# block 1

block_1/power_grid.png
Scale bar: 10 um. Pins as bars on the die edge. Tap cells in gray.
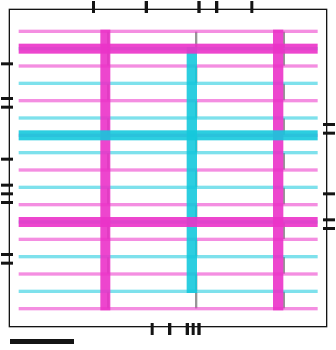

File: src/rtl/ibuf_sync_if.sv
// Pin-side bundle for ibuf_sync: the raw pin, its pass-through and the
// conditioned osc-domain view (level, edge pulses, stability, edge count).
// master = board/pin side and consumer, slave = the ibuf_sync block.
interface ibuf_sync_if #(
  parameter int unsigned CNT_W = 16
);
  logic             I;
  logic             O;
  logic             sync_o;
  logic             rise;
  logic             fall;
  logic             stable;
  logic [CNT_W-1:0] edge_cnt;

  modport master (
    output I,
    input  O, sync_o, rise, fall, stable, edge_cnt
  );

  modport slave (
    input  I,
    output O, sync_o, rise, fall, stable, edge_cnt
  );
endinterface

File: src/rtl/ibuf_sync.sv
// ibuf_sync: input buffer and conditioner for one asynchronous board pin.
// O is a combinational pass-through of I. In the osc domain the pin is run
// through a SYNC_STAGES-deep synchronizer, an optional glitch filter, and a
// level register that produces sync_o plus registered rise/fall pulses and a
// wrapping rising-edge counter.
// Optional feature macro: IBUF_SYNC_FILTER_EN (glitch filter of FILTER_CYCLES).
module ibuf_sync #(
  parameter int unsigned SYNC_STAGES   = 2,
  parameter int unsigned FILTER_CYCLES = 24,
  parameter int unsigned CNT_W         = 16
) (
  input  logic     osc,
  input  logic     rst,
  ibuf_sync_if.slave bus
);

  // Elaboration-time parameter sanity checks.
  if (SYNC_STAGES < 2) begin : g_bad_sync_stages
    $error("ibuf_sync: SYNC_STAGES must be >= 2");
  end
  if (FILTER_CYCLES < 1) begin : g_bad_filter_cycles
    $error("ibuf_sync: FILTER_CYCLES must be >= 1");
  end

  logic [SYNC_STAGES-1:0] s;
  logic                   s_last;
  logic                   lvl;
  logic                   lvl_next;
  logic                   rise_q;
  logic                   fall_q;
  logic                   stable_q;
  logic                   stable_next;
  logic [CNT_W-1:0]       cnt_q;

  // Raw pass-through, independent of osc and rst.
  assign bus.O = bus.I;

  assign s_last = s[SYNC_STAGES-1];

  // Synchronizer shift chain; s[0] captures the asynchronous pin.
  always_ff @(posedge osc) begin
    if (rst) begin
      s <= '0;
    end else begin
      s <= {s[SYNC_STAGES-2:0], bus.I};
    end
  end

`ifdef IBUF_SYNC_FILTER_EN
  localparam int unsigned FW = (FILTER_CYCLES + 1 > 1) ? $clog2(FILTER_CYCLES + 1) : 1;

  logic [FW-1:0] fcnt;
  logic [FW-1:0] fcnt_next;

  // Glitch filter: accept a new level only after FILTER_CYCLES consecutive
  // mismatch cycles; any agreeing cycle restarts the count.
  always_comb begin
    lvl_next  = lvl;
    fcnt_next = '0;
    if (s_last != lvl) begin
      if (fcnt == FW'(FILTER_CYCLES - 1)) begin
        lvl_next  = s_last;
        fcnt_next = '0;
      end else begin
        fcnt_next = fcnt + 1'b1;
      end
    end
  end

  // Filter counter register; reset discards any count in progress.
  always_ff @(posedge osc) begin
    if (rst) begin
      fcnt <= '0;
    end else begin
      fcnt <= fcnt_next;
    end
  end

  assign stable_next = (s_last == lvl_next) && (fcnt_next == '0);
`else
  // Without the filter the level follows the last synchronizer stage directly.
  always_comb begin
    lvl_next = s_last;
  end

  assign stable_next = (s_last == lvl_next);
`endif

  // Level, edge pulses, stability flag and rising-edge counter all come from
  // the same lvl/lvl_next compare so they change together with sync_o.
  always_ff @(posedge osc) begin
    if (rst) begin
      lvl      <= 1'b0;
      rise_q   <= 1'b0;
      fall_q   <= 1'b0;
      stable_q <= 1'b1;
      cnt_q    <= '0;
    end else begin
      lvl      <= lvl_next;
      rise_q   <= ~lvl & lvl_next;
      fall_q   <= lvl & ~lvl_next;
      stable_q <= stable_next;
      if (~lvl & lvl_next) begin
        cnt_q <= cnt_q + 1'b1;
      end
    end
  end

  assign bus.sync_o   = lvl;
  assign bus.rise     = rise_q;
  assign bus.fall     = fall_q;
  assign bus.stable   = stable_q;
  assign bus.edge_cnt = cnt_q;

endmodule

File: src/flat_wrapper.sv
// flat-port wrapper written by rule: the top's interface ports become plain ports
module ibuf_sync_flat 
#(
  parameter int unsigned SYNC_STAGES   = 2,
  parameter int unsigned FILTER_CYCLES = 24,
  parameter int unsigned CNT_W         = 16
)
  (osc, rst, bus_I, bus_O, bus_sync_o, bus_rise, bus_fall, bus_stable, bus_edge_cnt);
  ibuf_sync_if #(.CNT_W(CNT_W)) bus_i ();
  input  logic osc;
  input  logic rst;
  input wire logic [$bits(bus_i.I)-1:0] bus_I;
  output wire logic [$bits(bus_i.O)-1:0] bus_O;
  output wire logic [$bits(bus_i.sync_o)-1:0] bus_sync_o;
  output wire logic [$bits(bus_i.rise)-1:0] bus_rise;
  output wire logic [$bits(bus_i.fall)-1:0] bus_fall;
  output wire logic [$bits(bus_i.stable)-1:0] bus_stable;
  output wire logic [$bits(bus_i.edge_cnt)-1:0] bus_edge_cnt;
  assign bus_i.I = bus_I;
  assign bus_O = bus_i.O;
  assign bus_sync_o = bus_i.sync_o;
  assign bus_rise = bus_i.rise;
  assign bus_fall = bus_i.fall;
  assign bus_stable = bus_i.stable;
  assign bus_edge_cnt = bus_i.edge_cnt;
  ibuf_sync #(.SYNC_STAGES(SYNC_STAGES), .FILTER_CYCLES(FILTER_CYCLES), .CNT_W(CNT_W)) u_core (.osc(osc), .rst(rst), .bus(bus_i));
endmodule
File: config.mk
export PLATFORM = sky130hd
export DESIGN_NAME = ibuf_sync_flat
export DESIGN_NICKNAME = d
export VERILOG_FILES = /design/src/rtl/ibuf_sync_if.sv /design/src/rtl/ibuf_sync.sv /design/src/flat_wrapper.sv
export SDC_FILE = /design/constraint.sdc
export NUM_CORES = 1
export LEC_CHECK = 0
export CORE_UTILIZATION = 40
export CTS_CLUSTER_DIAMETER = 50
export DETAILED_ROUTE_END_ITERATION = 10
export PLACE_DENSITY = 0.64
export SETUP_SLACK_MARGIN = 0.4
export SLEW_MARGIN = 40
export SYNTH_ARGS = -nofsm -noshare
export SYNTH_HDL_FRONTEND = slang
export SYNTH_SLANG_ARGS = --single-unit
export TNS_END_PERCENT = 20
File: constraint.sdc
create_clock -name osc -period 1.85 [get_ports osc]
set_input_delay 0.37 -clock osc [delete_from_list [all_inputs] [get_ports osc]]
set_output_delay 0.37 -clock osc [all_outputs]
set_load 0.05 [all_outputs]
# block 2

**src/rtl/video_pattern_gen.sv**
```systemverilog
// Test-pattern source: walks a Width x Height raster and emits one {R,G,B} pixel per accepted transfer.
// One output register stage; Video/markers hold while VideoValid && !VideoReady; VideoValid stays high once out of reset.
module video_pattern_gen #(
  parameter int Width       = 1040,
  parameter int Height      = 666,
  parameter int ChannelBits = 8,
  parameter int CheckerLog2 = 5,
  parameter int RampShift   = 2
) (
  input  logic                     Clock,
  input  logic                     Reset_n,
  input  logic [2:0]               Mode,
  input  logic [3*ChannelBits-1:0] SolidColor,
  output logic [3*ChannelBits-1:0] Video,
  output logic                     VideoValid,
  input  logic                     VideoReady,
  output logic                     FrameStart,
  output logic                     LineEnd
);

  localparam int XW     = $clog2(Width);
  localparam int YW     = $clog2(Height);
  localparam int BarLen = Width / 8;
  localparam int BW     = $clog2(BarLen + 1);
  localparam int FW     = CheckerLog2 + 1;
  localparam int PW     = 3 * ChannelBits;

  localparam logic [XW-1:0] XLast   = XW'(Width - 1);
  localparam logic [YW-1:0] YLast   = YW'(Height - 1);
  localparam logic [BW-1:0] BarLast = BW'(BarLen - 1);

  typedef logic [ChannelBits-1:0] chan_t;
  localparam chan_t ChOn = '1;

  // Coordinates of the pixel that the next load will produce.
  logic [XW-1:0] x_q;
  logic [YW-1:0] y_q;
  logic [BW-1:0] bar_cnt_q;
  logic [2:0]    bar_idx_q;
  logic [FW-1:0] frame_q;
  logic [2:0]    mode_q;

  logic          load;
  logic          first_px;
  logic          last_x;
  logic          last_y;
  logic [2:0]    mode_eff;
  logic [FW-1:0] scroll_x;
  logic          chk_on;
  logic          scroll_on;
  chan_t         ramp_x;
  chan_t         ramp_y;
  logic [PW-1:0] pix;

  assign load     = !VideoValid || VideoReady;
  assign first_px = (x_q == '0) && (y_q == '0);
  assign last_x   = (x_q == XLast);
  assign last_y   = (y_q == YLast);
  // The frame's first pixel already uses the newly selected mode.
  assign mode_eff = first_px ? Mode : mode_q;

  assign scroll_x  = x_q[CheckerLog2:0] + frame_q;
  assign chk_on    = x_q[CheckerLog2] ^ y_q[CheckerLog2];
  assign scroll_on = scroll_x[CheckerLog2] ^ y_q[CheckerLog2];
  assign ramp_x    = ChannelBits'(x_q >> RampShift);
  assign ramp_y    = ChannelBits'(y_q >> RampShift);

  always_comb begin
    pix = '0;
    case (mode_eff)
      3'd0: pix = SolidColor;
      // Bar order white..black maps to R=~idx[1], G=~idx[2], B=~idx[0].
      3'd1: pix = {{ChannelBits{~bar_idx_q[1]}}, {ChannelBits{~bar_idx_q[2]}},
                   {ChannelBits{~bar_idx_q[0]}}};
      3'd2: pix = chk_on ? {ChOn, ChOn, ChOn} : '0;
      3'd3: pix = {ramp_x, ramp_x, ramp_x};
      3'd4: pix = {ramp_y, ramp_y, ramp_y};
      3'd5: pix = scroll_on ? {ChOn, ChOn, ChOn} : '0;
      default: pix = '0;
    endcase
  end

  always_ff @(posedge Clock or negedge Reset_n) begin
    if (!Reset_n) begin
      Video      <= '0;
      VideoValid <= 1'b0;
      FrameStart <= 1'b0;
      LineEnd    <= 1'b0;
      x_q        <= '0;
      y_q        <= '0;
      bar_cnt_q  <= '0;
      bar_idx_q  <= '0;
      frame_q    <= '0;
      mode_q     <= '0;
    end else if (load) begin
      Video      <= pix;
      VideoValid <= 1'b1;
      FrameStart <= first_px;
      LineEnd    <= last_x;
      if (first_px) begin
        mode_q <= Mode;
      end
      if (last_x) begin
        x_q       <= '0;
        bar_cnt_q <= '0;
        bar_idx_q <= '0;
        if (last_y) begin
          y_q <= '0;
          // Bumped on the frame's final pixel so every pixel of a frame shares one offset.
          frame_q <= frame_q + 1'b1;
        end else begin
          y_q <= y_q + 1'b1;
        end
      end else begin
        x_q <= x_q + 1'b1;
        if (bar_cnt_q == BarLast) begin
          bar_cnt_q <= '0;
          bar_idx_q <= bar_idx_q + 1'b1;
        end else begin
          bar_cnt_q <= bar_cnt_q + 1'b1;
        end
      end
    end
  end

endmodule
```
**config.mk**
```make
export PLATFORM = sky130hd
export DESIGN_NAME = video_pattern_gen
export DESIGN_NICKNAME = d
export VERILOG_FILES = /design/src/rtl/video_pattern_gen.sv
export SDC_FILE = /design/constraint.sdc
export NUM_CORES = 1
export LEC_CHECK = 0
export CAP_MARGIN = 20
export CORE_MARGIN = 3
export CORE_UTILIZATION = 45
export DETAILED_ROUTE_END_ITERATION = 16
export GPL_TIMING_DRIVEN = 0
export PLACE_DENSITY = 0.68
export SLEW_MARGIN = 20
export SYNTH_ARGS = -nofsm -noshare
export SYNTH_HDL_FRONTEND = slang
export SYNTH_SLANG_ARGS = --single-unit
```
**constraint.sdc**
```tcl
create_clock -name Clock -period 2.9 [get_ports Clock]
set_input_delay 0.725 -clock Clock [delete_from_list [all_inputs] [get_ports Clock]]
set_output_delay 0.725 -clock Clock [all_outputs]
set_load 0.01 [all_outputs]
```
# block 3

$ cat config.mk
export PLATFORM = sky130hd
export DESIGN_NAME = ccd_line_rx
export DESIGN_NICKNAME = d
export VERILOG_FILES = /design/src/rtl/ccd_line_rx.sv
export SDC_FILE = /design/constraint.sdc
export NUM_CORES = 1
export LEC_CHECK = 0
export ABC_CLOCK_PERIOD_IN_PS = 4690
export CAP_MARGIN = 20
export CORE_UTILIZATION = 50
export CTS_CLUSTER_SIZE = 14
export DETAILED_ROUTE_END_ITERATION = 6
export GPL_ROUTABILITY_DRIVEN = 0
export MAX_ROUTING_LAYER = met4
export PLACE_DENSITY = 0.77
export SLEW_MARGIN = 0
export SYNTH_ARGS = -nofsm -noshare
export SYNTH_HDL_FRONTEND = slang
export SYNTH_SLANG_ARGS = --single-unit
$ cat constraint.sdc
create_clock -name clk_160M -period 4.69 [get_ports clk_160M]
set_clock_uncertainty 0.1 [all_clocks]
set_input_delay 0.7035 -clock clk_160M [delete_from_list [all_inputs] [get_ports clk_160M]]
set_output_delay 0.7035 -clock clk_160M [all_outputs]
set_load 0.1 [all_outputs]
$ cat src/rtl/ccd_line_rx.sv
`default_nettype none
// ============================================================================
// Module      : ccd_line_rx
// Description : CCD pixel bus receiver. Resamples pix_clk/pix_out_valid into
//               clk_160M, frames pixels into lines and buffers them in a FIFO
//               that drains to a valid/ready stream.
// Revision    : 1.0 - initial release
// ============================================================================
module ccd_line_rx #(
    parameter int FIFO_DEPTH = 64,
    parameter int LEN_W      = 12
) (
    input  logic             clk_160M,
    input  logic             nrst,
    input  logic             en,
    input  logic [LEN_W-1:0] exp_len,
    input  logic             pix_clk,
    input  logic             pix_out_valid,
    input  logic [15:0]      pix_data,
    output logic [15:0]      m_data,
    output logic             m_last,
    output logic             m_valid,
    input  logic             m_ready,
    output logic             line_done,
    output logic             line_err,
    output logic [LEN_W-1:0] line_len,
    output logic             ovf
);

    localparam int             c_aw      = $clog2(FIFO_DEPTH);
    localparam logic [c_aw:0]  c_full    = (c_aw+1)'(FIFO_DEPTH);
    localparam logic [LEN_W-1:0] c_len_one = LEN_W'(1);

    localparam logic [2:0] c_s_idle = 3'd0;
    localparam logic [2:0] c_s_gap  = 3'd1;
    localparam logic [2:0] c_s_wait = 3'd2;
    localparam logic [2:0] c_s_line = 3'd3;
    localparam logic [2:0] c_s_post = 3'd4;

    logic [2:0]        r_state, w_state_nxt;
    logic              r_clk_s1, r_clk_s2, r_clk_s3, r_vld_s1, r_vld_s2;
    logic              w_sample;
    logic [LEN_W-1:0]  r_cnt, r_exp, r_line_len;
    logic [LEN_W-1:0]  w_cnt_nxt, w_cnt_inc, w_exp_eff, w_len_val;
    logic              r_post_err, w_post_err_nxt;
    logic              w_wr, w_wr_last, w_done, w_err, w_len_ld, w_exp_ld;
    logic              r_line_done, r_line_err;

    logic [16:0]       r_mem [FIFO_DEPTH];
    logic [c_aw-1:0]   r_wr_ptr, r_rd_ptr;
    logic [c_aw:0]     r_count, w_count_after_rd, w_count_nxt;
    logic              r_m_valid, r_ovf, w_full, w_wr_acc, w_rd;
    logic [16:0]       w_head;

    // pix_data is held stable for many cycles around the strobe edge, so only
    // the strobe and qualifier need synchronising.
    always_ff @(posedge clk_160M) begin
        if (!nrst) begin
            {r_clk_s1, r_clk_s2, r_clk_s3} <= 3'b000;
            {r_vld_s1, r_vld_s2}           <= 2'b00;
        end else begin
            {r_clk_s1, r_clk_s2, r_clk_s3} <= {pix_clk, r_clk_s1, r_clk_s2};
            {r_vld_s1, r_vld_s2}           <= {pix_out_valid, r_vld_s1};
        end
    end

    assign w_sample  = r_clk_s2 & ~r_clk_s3;
    assign w_cnt_inc = r_cnt + c_len_one;
    assign w_exp_eff = (exp_len == '0) ? c_len_one : exp_len;

    always_ff @(posedge clk_160M) begin
        if (!nrst) r_state <= c_s_idle;
        else       r_state <= w_state_nxt;
    end

    always_comb begin
        w_state_nxt = r_state;
        if (!en) begin
            w_state_nxt = c_s_idle;
        end else begin
            case (r_state)
                c_s_idle: w_state_nxt = c_s_gap;
                c_s_gap:  if (w_sample && !r_vld_s2) w_state_nxt = c_s_wait;
                c_s_wait: if (w_sample && r_vld_s2)
                              w_state_nxt = (w_exp_eff == c_len_one) ? c_s_post : c_s_line;
                c_s_line: if (w_sample) begin
                              if (!r_vld_s2)               w_state_nxt = c_s_wait;
                              else if (w_cnt_inc == r_exp) w_state_nxt = c_s_post;
                          end
                c_s_post: if (w_sample && !r_vld_s2) w_state_nxt = c_s_wait;
                default:  w_state_nxt = c_s_idle;
            endcase
        end
    end

    always_comb begin
        w_wr           = 1'b0;
        w_wr_last      = 1'b0;
        w_done         = 1'b0;
        w_err          = 1'b0;
        w_len_ld       = 1'b0;
        w_len_val      = w_cnt_inc;
        w_cnt_nxt      = r_cnt;
        w_exp_ld       = 1'b0;
        w_post_err_nxt = r_post_err;
        if (!en) begin
            w_cnt_nxt = '0;
        end else begin
            case (r_state)
                c_s_wait: if (w_sample && r_vld_s2) begin
                    w_wr      = 1'b1;
                    w_cnt_nxt = c_len_one;
                    w_exp_ld  = 1'b1;
                    if (w_exp_eff == c_len_one) begin
                        w_wr_last      = 1'b1;
                        w_done         = 1'b1;
                        w_len_ld       = 1'b1;
                        w_len_val      = c_len_one;
                        w_post_err_nxt = 1'b0;
                    end
                end
                c_s_line: if (w_sample) begin
                    if (r_vld_s2) begin
                        w_wr      = 1'b1;
                        w_cnt_nxt = w_cnt_inc;
                        if (w_cnt_inc == r_exp) begin
                            w_wr_last      = 1'b1;
                            w_done         = 1'b1;
                            w_len_ld       = 1'b1;
                            w_post_err_nxt = 1'b0;
                        end
                    end else begin
                        w_done    = 1'b1;
                        w_err     = 1'b1;
                        w_len_ld  = 1'b1;
                        w_len_val = r_cnt;
                        w_cnt_nxt = '0;
                    end
                end
                c_s_post: if (w_sample && r_vld_s2 && !r_post_err) begin
                    w_err          = 1'b1;
                    w_post_err_nxt = 1'b1;
                end
                default: w_cnt_nxt = '0;
            endcase
        end
    end

    always_ff @(posedge clk_160M) begin
        if (!nrst) begin
            r_cnt       <= '0;
            r_exp       <= c_len_one;
            r_post_err  <= 1'b0;
            r_line_done <= 1'b0;
            r_line_err  <= 1'b0;
            r_line_len  <= '0;
        end else begin
            r_cnt       <= w_cnt_nxt;
            r_post_err  <= w_post_err_nxt;
            r_line_done <= w_done;
            r_line_err  <= w_err;
            if (w_exp_ld) r_exp      <= w_exp_eff;
            if (w_len_ld) r_line_len <= w_len_val;
        end
    end

    assign w_full           = (r_count == c_full);
    assign w_wr_acc         = w_wr & ~w_full;
    assign w_rd             = r_m_valid & m_ready;
    assign w_count_after_rd = r_count - (c_aw+1)'(w_rd);
    assign w_count_nxt      = w_count_after_rd + (c_aw+1)'(w_wr_acc);

    always_ff @(posedge clk_160M) begin
        if (w_wr_acc) r_mem[r_wr_ptr] <= {w_wr_last, pix_data};
    end

    // m_valid only sees entries present before this edge, so a fresh write
    // becomes visible one cycle after it lands.
    always_ff @(posedge clk_160M) begin
        if (!nrst || !en) begin
            r_wr_ptr  <= '0;
            r_rd_ptr  <= '0;
            r_count   <= '0;
            r_m_valid <= 1'b0;
            r_ovf     <= 1'b0;
        end else begin
            if (w_wr_acc)       r_wr_ptr <= r_wr_ptr + 1'b1;
            if (w_rd)           r_rd_ptr <= r_rd_ptr + 1'b1;
            if (w_wr && w_full) r_ovf    <= 1'b1;
            r_count   <= w_count_nxt;
            r_m_valid <= (w_count_after_rd != '0);
        end
    end

    assign w_head    = r_mem[r_rd_ptr];
    assign m_valid   = r_m_valid;
    assign m_data    = r_m_valid ? w_head[15:0] : 16'h0000;
    assign m_last    = r_m_valid & w_head[16];
    assign line_done = r_line_done;
    assign line_err  = r_line_err;
    assign line_len  = r_line_len;
    assign ovf       = r_ovf;

endmodule
`default_nettype wire


## Gallery

Placed cells, one color a class.
picture 1
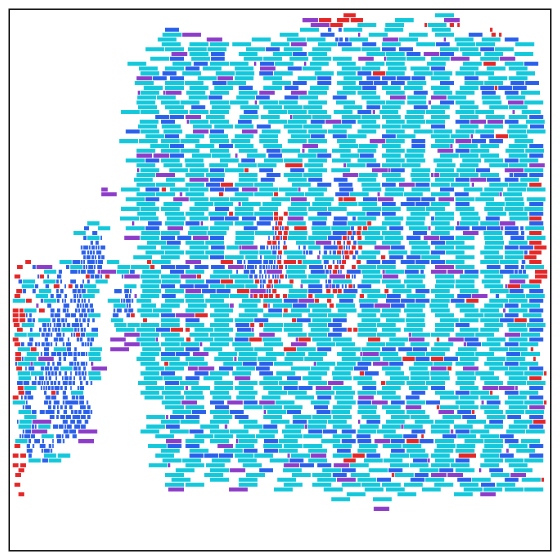
picture 2
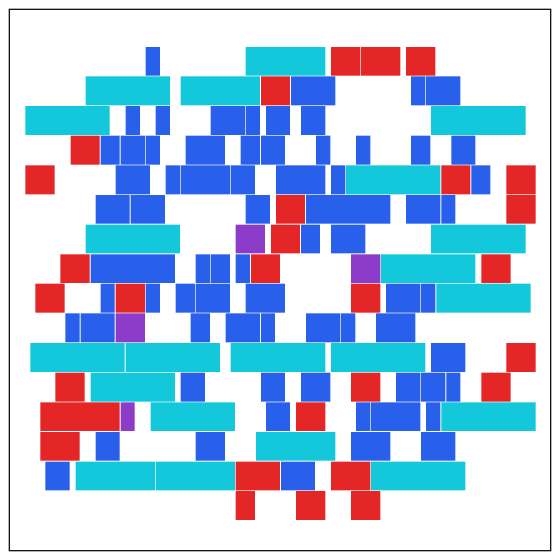
picture 3
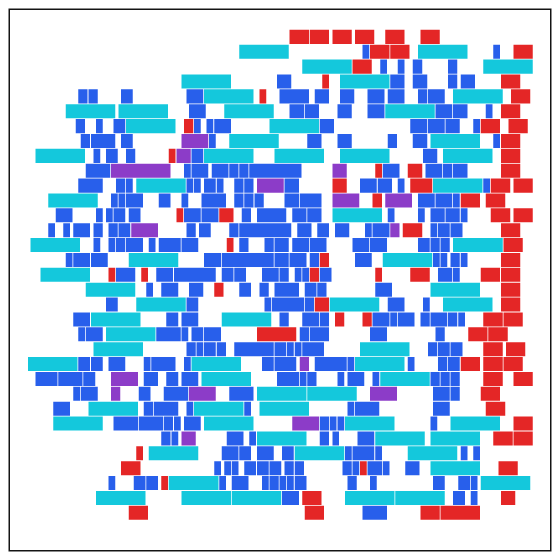
Block 3 is picture 1.
Block 1 is picture 2.
Block 2 is picture 3.
Of these, most sequential cells: picture 1
Of these, fewest cells: picture 2

Key to picture 2:
- combinational and other logic: blue (cells 71; share of their area 40%)
- flops: cyan (cells 21; share of their area 38%)
- other buffers and delay cells: red (cells 29; share of their area 20%)
- clock drivers and dummy loads: purple (cells 4; share of their area 2.1%)

block_3/clocks.png
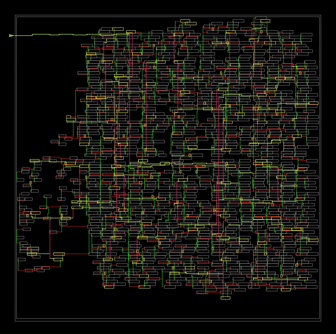
Late-Pin Clk Latency: 700 ps
TritonCTS Buffers: 110
Clock Sinks: 1162
clk pwr: 8.72 mW
sequential cell count: 1162

==> metrics.csv, block 3 <==
metric,value,unit
Signal buf overhead,0.0393,
Ports,67,
Crit. End Element,primary output,
layout cell share with drive strength beyond 1,0.288,
Clock Root Buffer,clkbuf_16,
Largest cell class,flip-flops and latches,
Peak supply drop,0.310,mV
status,finished clean,
post-synthesis sequential area ratio,0.751,
routed wl met2,55.2,mm
Mapped Area,45500,sq um
placed instance area,48200,sq um
HP Class,input pin to flip-flop,
Area contributors post-synth,"edfxtp_1 (72%), mux4_2 (18%), dfxtp_1 (3.3%)",
number of port buffers,66,
met1 Usage GRT,0.316,
met3 wire len,11.6,mm
tool warning count,26,
hold path depth,1,
DR WL/cell,31.1,um
floorplan core density,0.505,
Setup Buffers After CTS,4,
core footprint,90000,sq um
fin cells,3575,
Yosys Warn Count,0,
Largest logic family,multiplexers,
Flops after synth,1162,
Crit Path Max Fanout,30,
xor/xnor share,0.00636,
Reg2Reg Depth,9,
area fraction in mux cells,0.180,
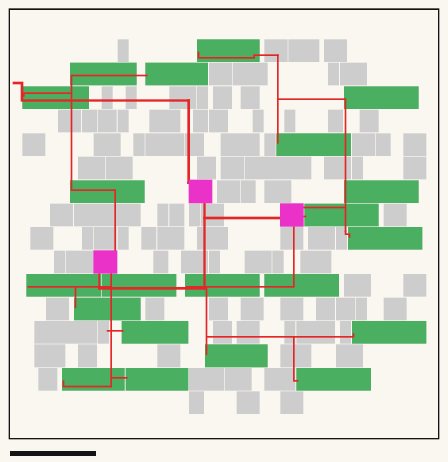
block_1/clk_routes.png
Scale bar: 10 um.
- clock wires: red (length 252 um)
- clock drivers: magenta (count 3)
- flip-flops: green (count 21)
- flops lie: widely spread

## Picture notes: block_1/power_grid.png
- VDD: cyan
- VSS: magenta
- rows: 16
- signal pins: 24
- tap cells: 27
Peak supply drop: 0.350 mV
vertical die size: 49.6 um
Die Span X: 49.6 um

==> metrics.csv, block 1 <==
metric,value,unit
post-layout util,0.616,
initial antenna violation count,0,
Clock Sinks,21,
Largest logic family,simple AND/OR/NAND/NOR gates,
CTS max path bufs,2,
post-place setup slack,295,ps
area fraction in mux cells,0.0235,
status,finished clean,
Late-Pin Clk Latency,300,ps
routed wl met2,736,um
Final Total Pwr,0.717,mW
nets,130,
Simple-Gate Area Share,0.305,
Core Rows,16,
final WL,1.73,mm
Reg2Reg Depth,4,
Mapped Area,906,sq um
post-synthesis sequential area ratio,0.464,
Crit. Startpoint,u_core.bus.rise,
GRT Total Usage,0.143,
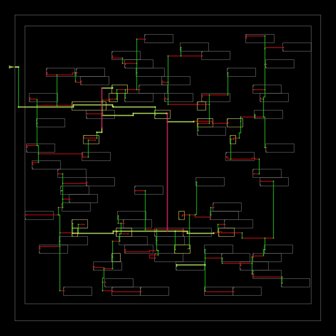
block_2/clocks.png
Late-Pin Clk Latency: 350 ps
clk_buf instances: 9
TritonCTS Buffers: 9
sequential cell count: 68
clk pwr: 0.776 mW

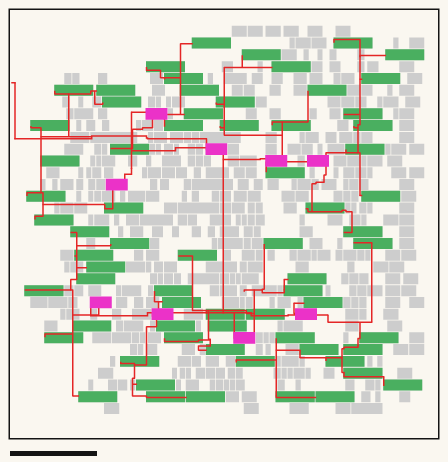
block_2/clk_routes.png
Scale bar: 20 um.
- flip-flops: green (count 68)
- clock wires: red (length 907 um)
- clock drivers: magenta (count 9)
- routed clock nets: 10
Post-Route Skew: 17.9 ps
Clk pwr share: 0.271

==> metrics.csv, block 2 <==
metric,value,unit
status,finished clean,
Setup crit start kind,flip-flop,
Signal buf overhead,0.146,
syn avg cell area,9.44,sq um
drt pass-1 iters,5,
Comb area share,0.427,
Fill cells,751,
number of remaining DRC errors,0,
post-synth top area cell,dfrtp_1,
CTS resizes,8,
Non-Clock Buffer Count,82,
number of port buffers,56,
max reg flops,24,
Ports,57,
part of the power in registers,0.444,
FF+latch area,1700,sq um
Cells after Synth,410,
ys async rst share,1.00,
Critical Path Sink,Video[23],
yosys stat area,3870,sq um
Logic pwr share,0.285,
routed wl met2,5.00,mm
placed instance area,4580,sq um
dpl cells,572,
Clock Sinks,68,
Final Critical Period,2820,ps
Distinct lib cells used,51,
Reg2Reg Launch Point,y_q[2],
Top reg by flops,Video,
CTS tree,built,
# setup viols final,0,
Largest logic family,AND-OR/OR-AND gates,
arrival time of the worst setup path,3080,ps
Leak Pwr,2.09,nW
Largest cell class,multi-input combinational cells,
top-count cell post-synth,dfrtp_1,
hpwl dp,7.87,mm
area fraction in mux cells,0.0116,
initial antenna violation count,0,
DR WL/cell,18.1,um
total grt overflow,0,
Final ANT Viol Nets,0,
Sw Share,0.344,
most frequent cells in the layout,"dfrtp_1 (68), clkdlybuf4s50_1 (55), nand2_1 (40), nor2_1 (26), inv_1 (20)",
nets,525,


## Gallery

Routed metal, one color a layer.
panel A
Scale bar: 10 um. Two of the layers only.
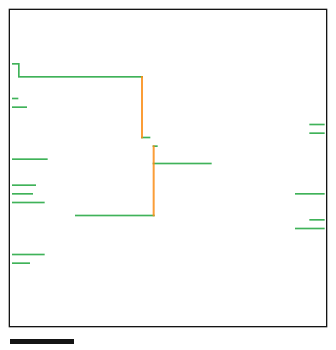
panel B
Scale bar: 100 um. Two of the layers only.
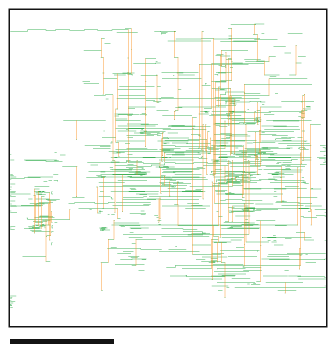
panel C
Scale bar: 20 um. Two of the layers only.
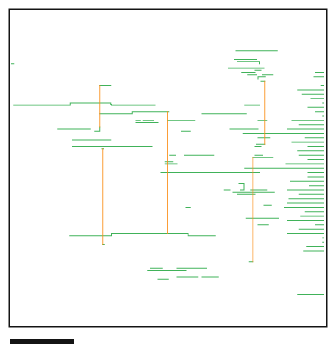
block 1: panel A
block 2: panel C
block 3: panel B
Of these, most wire: panel B
Of these, largest die: panel B

Power and IR drop assume default switching activity.
